=== design 1 ===
Fig. 1: design 1, clock routing
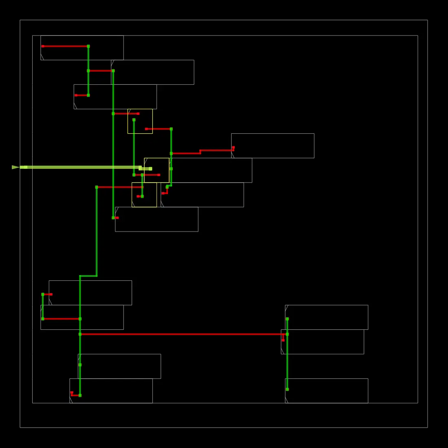
Fig. 2: design 1, drive-strength map
Scale bar: 10 microns.
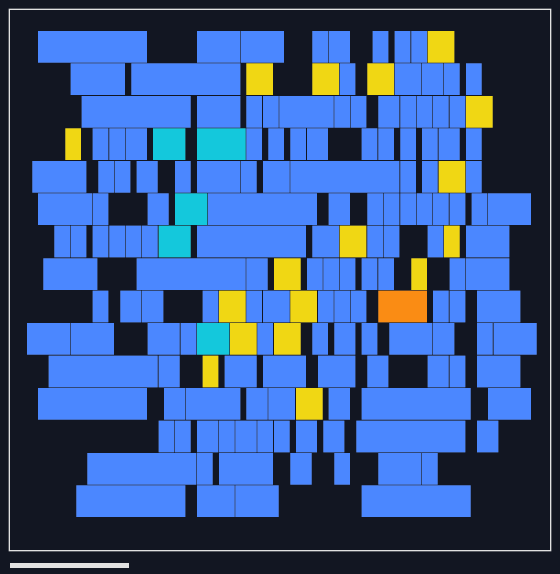
==> src/rtl/rr_mux_pkg.sv <==
// Shared constants, state encoding and helpers for the round-robin mux arbiter.
package rr_mux_pkg;

  localparam int NUM_REQ = 4;
  localparam int SEL_W   = 2;

  typedef enum logic {IDLE, HOLD} state_t;

  function automatic logic [SEL_W-1:0] onehot2idx(input logic [NUM_REQ-1:0] oh);
    onehot2idx = '0;
    for (int i = 0; i < NUM_REQ; i++) begin
      if (oh[i]) onehot2idx = SEL_W'(i);
    end
  endfunction

endpackage

==> src/rtl/mux_4_to_1.sv <==
// Single-bit 4:1 multiplexer cell.
module mux_4_to_1 (
  output logic       out,
  input  logic [3:0] in,
  input  logic [1:0] sel
);

  assign out = in[sel];

endmodule

==> src/rtl/rr_pick.sv <==
// Rotating-priority search: first set request at or after start, wrapping mod 4.
module rr_pick
  import rr_mux_pkg::*;
(
  input  logic [NUM_REQ-1:0] req,
  input  logic [SEL_W-1:0]   start,
  output logic               found,
  output logic [SEL_W-1:0]   idx
);

  logic [2*NUM_REQ-1:0] dbl;
  logic [NUM_REQ-1:0]   rot;
  logic [NUM_REQ-1:0]   first;

  // Rotate so start lands at bit 0, isolate the lowest set bit, then add start back.
  always_comb begin
    dbl   = {req, req} >> start;
    rot   = dbl[NUM_REQ-1:0];
    first = rot & (~rot + NUM_REQ'(1));
    found = |req;
    idx   = onehot2idx(first) + start;
  end

endmodule

==> src/rtl/rr_mux_arbiter.sv <==
// Round-robin owner of a shared 4:1 data mux with a bounded hold tenure.
module rr_mux_arbiter
  import rr_mux_pkg::*;
#(
  parameter int WIDTH    = 1,
  parameter int MAX_HOLD = 8
) (
  input  logic                     clk,
  input  logic                     rst,
  input  logic [NUM_REQ-1:0]       req,
  input  logic [NUM_REQ*WIDTH-1:0] din,
  output logic [NUM_REQ-1:0]       gnt,
  output logic [SEL_W-1:0]         sel,
  output logic                     valid,
  output logic [WIDTH-1:0]         dout
);

  localparam int CW = $clog2(MAX_HOLD + 1);
  localparam logic [CW-1:0] HOLD_MAX = CW'(MAX_HOLD);

  state_t             state, state_next;
  logic [SEL_W-1:0]   ptr, ptr_next, sel_next, start, win;
  logic [NUM_REQ-1:0] gnt_next, pick_req;
  logic [CW-1:0]      hold_cnt, hold_next;
  logic               valid_next, found, grant;
  logic [WIDTH-1:0]   mux_out;

  // While holding, the owner is excluded and the search resumes just past it.
  assign pick_req = (state == HOLD) ? (req & ~gnt) : req;
  assign start    = (state == HOLD) ? sel + SEL_W'(1) : ptr;

  rr_pick u_pick (
    .req   (pick_req),
    .start (start),
    .found (found),
    .idx   (win)
  );

  // NOTE: every combinational output gets a default first so no path leaves it unassigned (no latch).
  always_comb begin
    state_next = state;
    gnt_next   = gnt;
    sel_next   = sel;
    valid_next = valid;
    ptr_next   = ptr;
    hold_next  = hold_cnt;
    grant      = 1'b0;
    case (state)
      IDLE: grant = found;
      HOLD: begin
        if (!(|(req & gnt))) begin
          if (found) begin
            grant = 1'b1;
          end else begin
            state_next = IDLE;
            gnt_next   = '0;
            valid_next = 1'b0;
          end
        end else if (hold_cnt == HOLD_MAX && found) begin
          grant = 1'b1;
        end else if (hold_cnt != HOLD_MAX) begin
          hold_next = hold_cnt + CW'(1);
        end
      end
      default: state_next = IDLE;
    endcase
    if (grant) begin
      state_next = HOLD;
      gnt_next   = NUM_REQ'(1) << win;
      sel_next   = onehot2idx(gnt_next);
      valid_next = 1'b1;
      hold_next  = CW'(1);
      ptr_next   = win + SEL_W'(1);
    end
  end

  // NOTE: state registers use non-blocking assignments so all flops update together on the edge.
  always_ff @(posedge clk or posedge rst) begin
    if (rst) begin
      state    <= IDLE;
      gnt      <= '0;
      sel      <= '0;
      valid    <= 1'b0;
      ptr      <= '0;
      hold_cnt <= '0;
    end else begin
      state    <= state_next;
      gnt      <= gnt_next;
      sel      <= sel_next;
      valid    <= valid_next;
      ptr      <= ptr_next;
      hold_cnt <= hold_next;
    end
  end

  for (genvar b = 0; b < WIDTH; b++) begin : g_bit
    mux_4_to_1 u_mux (
      .out (mux_out[b]),
      .in  ({din[3*WIDTH+b], din[2*WIDTH+b], din[WIDTH+b], din[b]}),
      .sel (sel)
    );
  end

  assign dout = valid ? mux_out : '0;

endmodule
==> config.mk <==
export PLATFORM = sky130hd
export DESIGN_NAME = rr_mux_arbiter
export DESIGN_NICKNAME = d
export VERILOG_FILES = /design/src/rtl/rr_mux_pkg.sv /design/src/rtl/mux_4_to_1.sv /design/src/rtl/rr_pick.sv /design/src/rtl/rr_mux_arbiter.sv
export SDC_FILE = /design/constraint.sdc
export NUM_CORES = 1
export LEC_CHECK = 0
export ABC_AREA = 1
export ABC_CLOCK_PERIOD_IN_PS = 3450
export CORE_UTILIZATION = 56
export DETAILED_ROUTE_END_ITERATION = 10
export GPL_TIMING_DRIVEN = 0
export PLACE_DENSITY = 0.92
export SKIP_LAST_GASP = 1
export SYNTH_ARGS = -nofsm -noshare
export SYNTH_HDL_FRONTEND = slang
export SYNTH_SLANG_ARGS = --single-unit
export TNS_END_PERCENT = 20
==> constraint.sdc <==
create_clock -name clk -period 3.45 [get_ports clk]
set_clock_uncertainty 0.1 [all_clocks]
set_input_delay 0.5175 -clock clk [delete_from_list [all_inputs] [get_ports clk]]
set_output_delay 0.5175 -clock clk [all_outputs]
set_load 0.02 [all_outputs]
==> flow_summary.yaml <==
# implementation run metrics
status:
  status: "finished clean"
timing:
  setup_viol: 0
critical_path:
  worstPathCellList: "clkdlybuf4s50_1, inv_1, a21oi_1, nand2_1, nand2_1, nand2_1, nand2_1, a31oi_1, nor2_1, ha_1, xor2_1, inv_1, nand3_1, nand2_2, ha_1, nand2_1, o211ai_1"
  cp_top_family: "simple AND/OR/NAND/NOR gates"
  timing.critical_path.slowest_stage_cell: "clkdlybuf4s50_1"
  kind_of_launch_point_of_the_worst_setup_path: "input pin"
die:
  die-width_microns: 45.25
synth:
  synth.mux.area_fraction_pct: 0
  synth-xor-area-share_pct: 1.673
  synth.yosys.num_cells: 153
  synth_flop_count: 14
  yosysChipArea_sq_um: 1047
final_layout:
  areaGrowthSynthToFinish_pct: 21.39
  largest_class: "combinational gates"
  final_design_area_no_fill_sq_um: 1271
clocking:
  post_cts_resized: 0
  clk_pin_slew_worst_paths_ns: 0.09
hold_path:
  hold_path.class: "reg2reg"
routing:
  drt-total-wl_microns: 2286
Notes on Fig. 1 above:
clock buffers created by TritonCTS: 3
total of clock buffers placed in the layout: 3
number of sinks driven by the clock tree: 14
Clock net power: 89.7 uW
worst-skew pair later-pin latency: 0.27 ns

Notes on Fig. 2 above:
- yellow: drive 2 (cells 17; most used nand2_2)
- blue: drive 1 or less (cells 150; most used nand2_1)
- orange: drive 6 and up (cells 1; most used buf_6)
- cyan: drive 3 to 4 (cells 5; most used clkbuf_4)

## worst paths after layout
| path | to | slack [ns] | cells after the start |
|---|---|---|---|
| min in group asynchronous | hold_cnt[2] | 0.47 | 2 |
| max in group asynchronous | gnt[0] | 2.42 | 2 |
| worst min register to register | hold_cnt[2] | 0.45 | 1 |
| worst max register to register | sel[1] | 0.83 | 16 |
| worst max-delay path | sel[1] | 0.70 | 17 |
| worst min-delay path | hold_cnt[2] | 0.45 | 1 |
## flip-flops by register name, summed over array words and instances (netlist names)
| name | flops |
|---|---|
| state | 1 |
| hold_cnt | 4 |
| sel | 2 |
| ptr | 2 |
| gnt | 4 |
| valid | 1 |
## per-stage QoR
step / utilization (%) / std cells / hold slack (ns) / power (mW)
2_1_floorplan: - / 153 / 0.3067 / 1.049
3_3_place_gp: 71.54 / 195 / 0.3956 / 1.253
3_5_place_dp: 71.54 / 195 / 0.4364 / 1.344
4_1_cts: 72.83 / 198 / 0.4537 / 1.435
5_1_grt: 72.83 / 198 / 0.4745 / 1.602
6_report: 72.83 / 198 / 0.4507 / 1.431

=== design 2 ===
Fig. 3: design 2, clock network drawn from the DEF
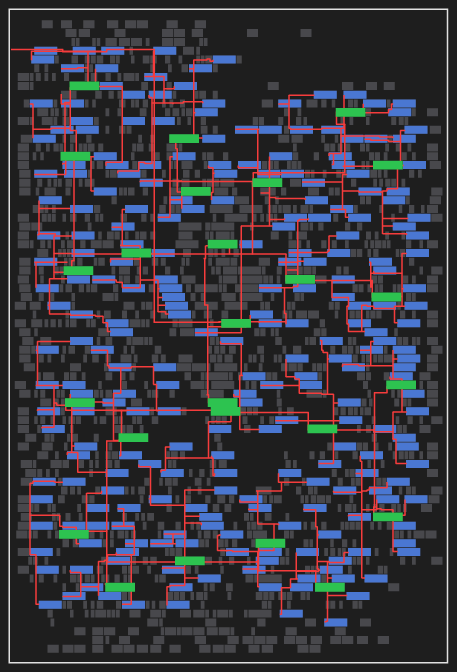
`config.mk`:
```
export PLATFORM = sky130hd
export DESIGN_NAME = mp_add_seq_flat
export DESIGN_NICKNAME = d
export VERILOG_FILES = /design/src/rtl/mp_add_seq_if.sv /design/src/rtl/mp_add_seq.sv /design/src/flat_wrapper.sv
export SDC_FILE = /design/constraint.sdc
export NUM_CORES = 1
export LEC_CHECK = 0
export ABC_AREA = 1
export CAP_MARGIN = 15
export CELL_PAD_IN_SITES_DETAIL_PLACEMENT = 0
export CELL_PAD_IN_SITES_GLOBAL_PLACEMENT = 1
export CORE_ASPECT_RATIO = 1.5
export CORE_UTILIZATION = 38
export DETAILED_ROUTE_END_ITERATION = 7
export PLACE_DENSITY_LB_ADDON = 0.3
export SYNTH_ARGS = -nofsm -noshare
export SYNTH_HDL_FRONTEND = slang
export SYNTH_SLANG_ARGS = --single-unit
```
`constraint.sdc`:
```
create_clock -name clk -period 10.35 [get_ports clk]
set_input_delay 2.07 -clock clk [delete_from_list [all_inputs] [get_ports clk]]
set_output_delay 2.07 -clock clk [all_outputs]
set_load 0.02 [all_outputs]
```
`src/rtl/mp_add_seq_if.sv`:
```
// Operand/result handshake bundle for mp_add_seq; in_sub exists only when MPADD_SUB_EN is defined.
interface mp_add_seq_if #(
    parameter int WORDS = 4
);
    localparam int N = 16 * WORDS;

    logic         in_valid;
    logic         in_ready;
    logic [N-1:0] in_a;
    logic [N-1:0] in_b;
    logic         in_cin;
`ifdef MPADD_SUB_EN
    logic         in_sub;
`endif
    logic         out_valid;
    logic         out_ready;
    logic [N-1:0] out_sum;
    logic         out_cout;
    logic         out_zero;

    modport slave (
        input  in_valid, in_a, in_b, in_cin, out_ready,
`ifdef MPADD_SUB_EN
        input  in_sub,
`endif
        output in_ready, out_valid, out_sum, out_cout, out_zero
    );

    modport master (
        output in_valid, in_a, in_b, in_cin, out_ready,
`ifdef MPADD_SUB_EN
        output in_sub,
`endif
        input  in_ready, out_valid, out_sum, out_cout, out_zero
    );
endinterface

```
`src/rtl/mp_add_seq.sv`:
```
// Multi-precision A+B+cin, one 16-bit word per cycle through a shared carry-skip adder, LSW first.
// Optional subtract mode (A-B) is enabled by defining MPADD_SUB_EN.
module mp_add_seq #(
    parameter int WORDS = 4
) (
    input  logic         clk,
    input  logic         rst,
    mp_add_seq_if.slave  bus
);
    localparam int N  = 16 * WORDS;
    localparam int CW = $clog2(WORDS);

    typedef enum logic [1:0] {IDLE, RUN, DONE} state_t;

    state_t         state_reg;
    logic [CW-1:0]  cnt_reg;
    logic           carry_reg;
    logic [N-1:0]   a_reg;
    logic [N-1:0]   b_reg;
    logic [N-1:0]   acc_reg;
    logic           out_valid_reg;
    logic [N-1:0]   out_sum_reg;
    logic           out_cout_reg;
    logic           out_zero_reg;

    logic [15:0]    csa_sum;
    logic           csa_cout;
    logic [N-1:0]   acc_next;
    logic [WORDS-1:0] word_zero;
    logic           last_word;
    logic           sub_sel;

`ifdef MPADD_SUB_EN
    assign sub_sel = bus.in_sub;
`else
    assign sub_sel = 1'b0;
`endif

    // 16-bit carry-skip adder: four 4-bit ripple blocks, each bypassed when all bits propagate.
    always_comb begin
        logic c;
        logic blk_cin;
        logic rc;
        logic p;
        logic p_all;
        csa_sum = '0;
        c       = carry_reg;
        for (int blk = 0; blk < 4; blk++) begin
            blk_cin = c;
            rc      = c;
            p_all   = 1'b1;
            for (int j = 0; j < 4; j++) begin
                p                   = a_reg[4*blk+j] ^ b_reg[4*blk+j];
                csa_sum[4*blk+j]    = p ^ rc;
                rc                  = (a_reg[4*blk+j] & b_reg[4*blk+j]) | (p & rc);
                p_all               = p_all & p;
            end
            c = p_all ? blk_cin : rc;
        end
        csa_cout = c;
    end

    // Result words enter at the top and move down, so word k lands in place after the last shift.
    assign acc_next  = {csa_sum, acc_reg[N-1:16]};
    assign last_word = (cnt_reg == CW'(WORDS - 1));

    for (genvar gi = 0; gi < WORDS; gi++) begin : g_zero
        assign word_zero[gi] = ~|acc_next[16*gi +: 16];
    end

    always_ff @(posedge clk) begin
        if (rst) begin
            state_reg     <= IDLE;
            cnt_reg       <= '0;
            carry_reg     <= 1'b0;
            a_reg         <= '0;
            b_reg         <= '0;
            acc_reg       <= '0;
            out_valid_reg <= 1'b0;
            out_sum_reg   <= '0;
            out_cout_reg  <= 1'b0;
            out_zero_reg  <= 1'b0;
        end else begin
            case (state_reg)
                IDLE: begin
                    if (bus.in_valid) begin
                        a_reg     <= bus.in_a;
                        b_reg     <= sub_sel ? ~bus.in_b : bus.in_b;
                        carry_reg <= sub_sel ? 1'b1 : bus.in_cin;
                        cnt_reg   <= '0;
                        state_reg <= RUN;
                    end
                end
                RUN: begin
                    a_reg     <= {16'h0000, a_reg[N-1:16]};
                    b_reg     <= {16'h0000, b_reg[N-1:16]};
                    acc_reg   <= acc_next;
                    carry_reg <= csa_cout;
                    if (last_word) begin
                        state_reg     <= DONE;
                        out_valid_reg <= 1'b1;
                        out_sum_reg   <= acc_next;
                        out_cout_reg  <= csa_cout;
                        out_zero_reg  <= &word_zero;
                    end else begin
                        cnt_reg <= cnt_reg + 1'b1;
                    end
                end
                DONE: begin
                    if (bus.out_ready) begin
                        out_valid_reg <= 1'b0;
                        state_reg     <= IDLE;
                    end
                end
                default: state_reg <= IDLE;
            endcase
        end
    end

    assign bus.in_ready  = (state_reg == IDLE);
    assign bus.out_valid = out_valid_reg;
    assign bus.out_sum   = out_sum_reg;
    assign bus.out_cout  = out_cout_reg;
    assign bus.out_zero  = out_zero_reg;
endmodule
```
`src/flat_wrapper.sv`:
```
// flat-port wrapper written by rule: the top's interface ports become plain ports
module mp_add_seq_flat 
#(
    parameter int WORDS = 4
)
  (clk, rst, bus_in_valid, bus_in_a, bus_in_b, bus_in_cin, bus_out_ready, bus_in_ready, bus_out_valid, bus_out_sum, bus_out_cout, bus_out_zero);
  mp_add_seq_if #(.WORDS(WORDS)) bus_i ();
  input  logic clk;
  input  logic rst;
  input wire logic [$bits(bus_i.in_valid)-1:0] bus_in_valid;
  input wire logic [$bits(bus_i.in_a)-1:0] bus_in_a;
  input wire logic [$bits(bus_i.in_b)-1:0] bus_in_b;
  input wire logic [$bits(bus_i.in_cin)-1:0] bus_in_cin;
  input wire logic [$bits(bus_i.out_ready)-1:0] bus_out_ready;
  output wire logic [$bits(bus_i.in_ready)-1:0] bus_in_ready;
  output wire logic [$bits(bus_i.out_valid)-1:0] bus_out_valid;
  output wire logic [$bits(bus_i.out_sum)-1:0] bus_out_sum;
  output wire logic [$bits(bus_i.out_cout)-1:0] bus_out_cout;
  output wire logic [$bits(bus_i.out_zero)-1:0] bus_out_zero;
  assign bus_i.in_valid = bus_in_valid;
  assign bus_i.in_a = bus_in_a;
  assign bus_i.in_b = bus_in_b;
  assign bus_i.in_cin = bus_in_cin;
  assign bus_i.out_ready = bus_out_ready;
  assign bus_in_ready = bus_i.in_ready;
  assign bus_out_valid = bus_i.out_valid;
  assign bus_out_sum = bus_i.out_sum;
  assign bus_out_cout = bus_i.out_cout;
  assign bus_out_zero = bus_i.out_zero;
  mp_add_seq #(.WORDS(WORDS)) u_core (.clk(clk), .rst(rst), .bus(bus_i));
endmodule
```
==> flow_summary.yaml <==
# implementation run metrics
status:
  status: "finished clean"
synth:
  synth-xor-area-share_pct: 0
  synth.yosys.num_cells: 1275
  yosys.area_share.simple_pct: 18.16
  synth.cell_area_sq_um: 10100
  post-synth-top-area-cell: "dfxtp_1"
global_routing:
  grt.met3_usage_pct: 3.275
  wire_length_of_the_first_global_routing_pass_microns: 45180
  via_count_of_the_first_global_routing_pass: 8603
  global_route.usage.met2_pct: 38.70
hold_path:
  hold_path.class: "reg2reg"
routing:
  drt-total-wl_microns: 28110
  met3_wirelength_microns: 1195
timing:
  achievable-frequency_mhz: 117.6
clocking:
  clock-root-buffer: "clkbuf_16"
Notes on Fig. 3 above:
- red: clock wires (length 3000 microns)
- green: cells driving clock nets (count 25)
- blue: flip-flops (count 248)
- flops lie: widely spread
- routed clock nets: 26

==> worst register-to-register path: cells and delay by family (launching register included) <==
kind,cells,cell delay [ns]
AOI/OAI and AO/OA,3,0.35
DFF,1,0.32
buffers and inverters,5,0.35
adders and majority gates,16,6.40
and+or+nand+nor,8,0.94
==> worst min path at each step <==
stage | from | depth (start not counted) | endpoint
after detailed placement | u_core.b_reg[55] | 2 | u_core.b_reg[55]
after global placement | u_core.cnt_reg[0] | 1 | u_core.cnt_reg[0]
final | u_core.a_reg[57] | 2 | u_core.a_reg[57]
after CTS | u_core.b_reg[55] | 2 | u_core.b_reg[55]
after global routing | u_core.a_reg[57] | 2 | u_core.a_reg[57]
after floorplan | u_core.cnt_reg[0] | 1 | u_core.cnt_reg[0]
==> area by class of cell <==
| cell class | count | area [sq um] |
|---|---|---|
| repair buffers | 206 | 2057 |
| multi-input cells | 887 | 4464 |
| clock buffers | 38 | 724.4 |
| clock inverters | 6 | 32.53 |
| inverters | 41 | 157.7 |
| well taps | 333 | 416.7 |
| fillers | 2655 | 13130 |
| flip-flops and latches | 248 | 4965 |


==> layout pictures side by side <==
Pin placement.
Pins as bars across the die edge, other pins in gray.
picture 1
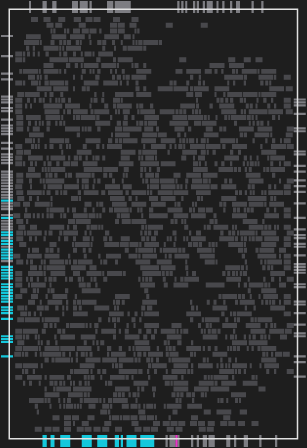
picture 2
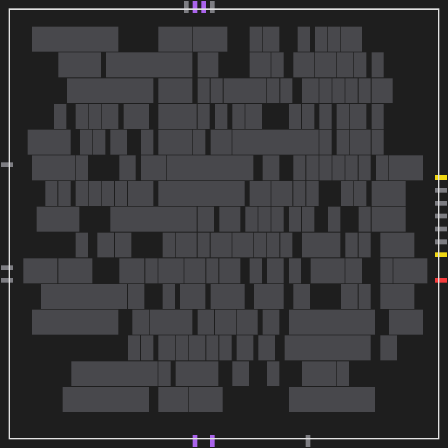
| from | picture |
|---|---|
| design 2 | picture 1 |
| design 1 | picture 2 |
- most pins: picture 1

Power figures rest on the tool's default switching activity, not on a simulated workload.
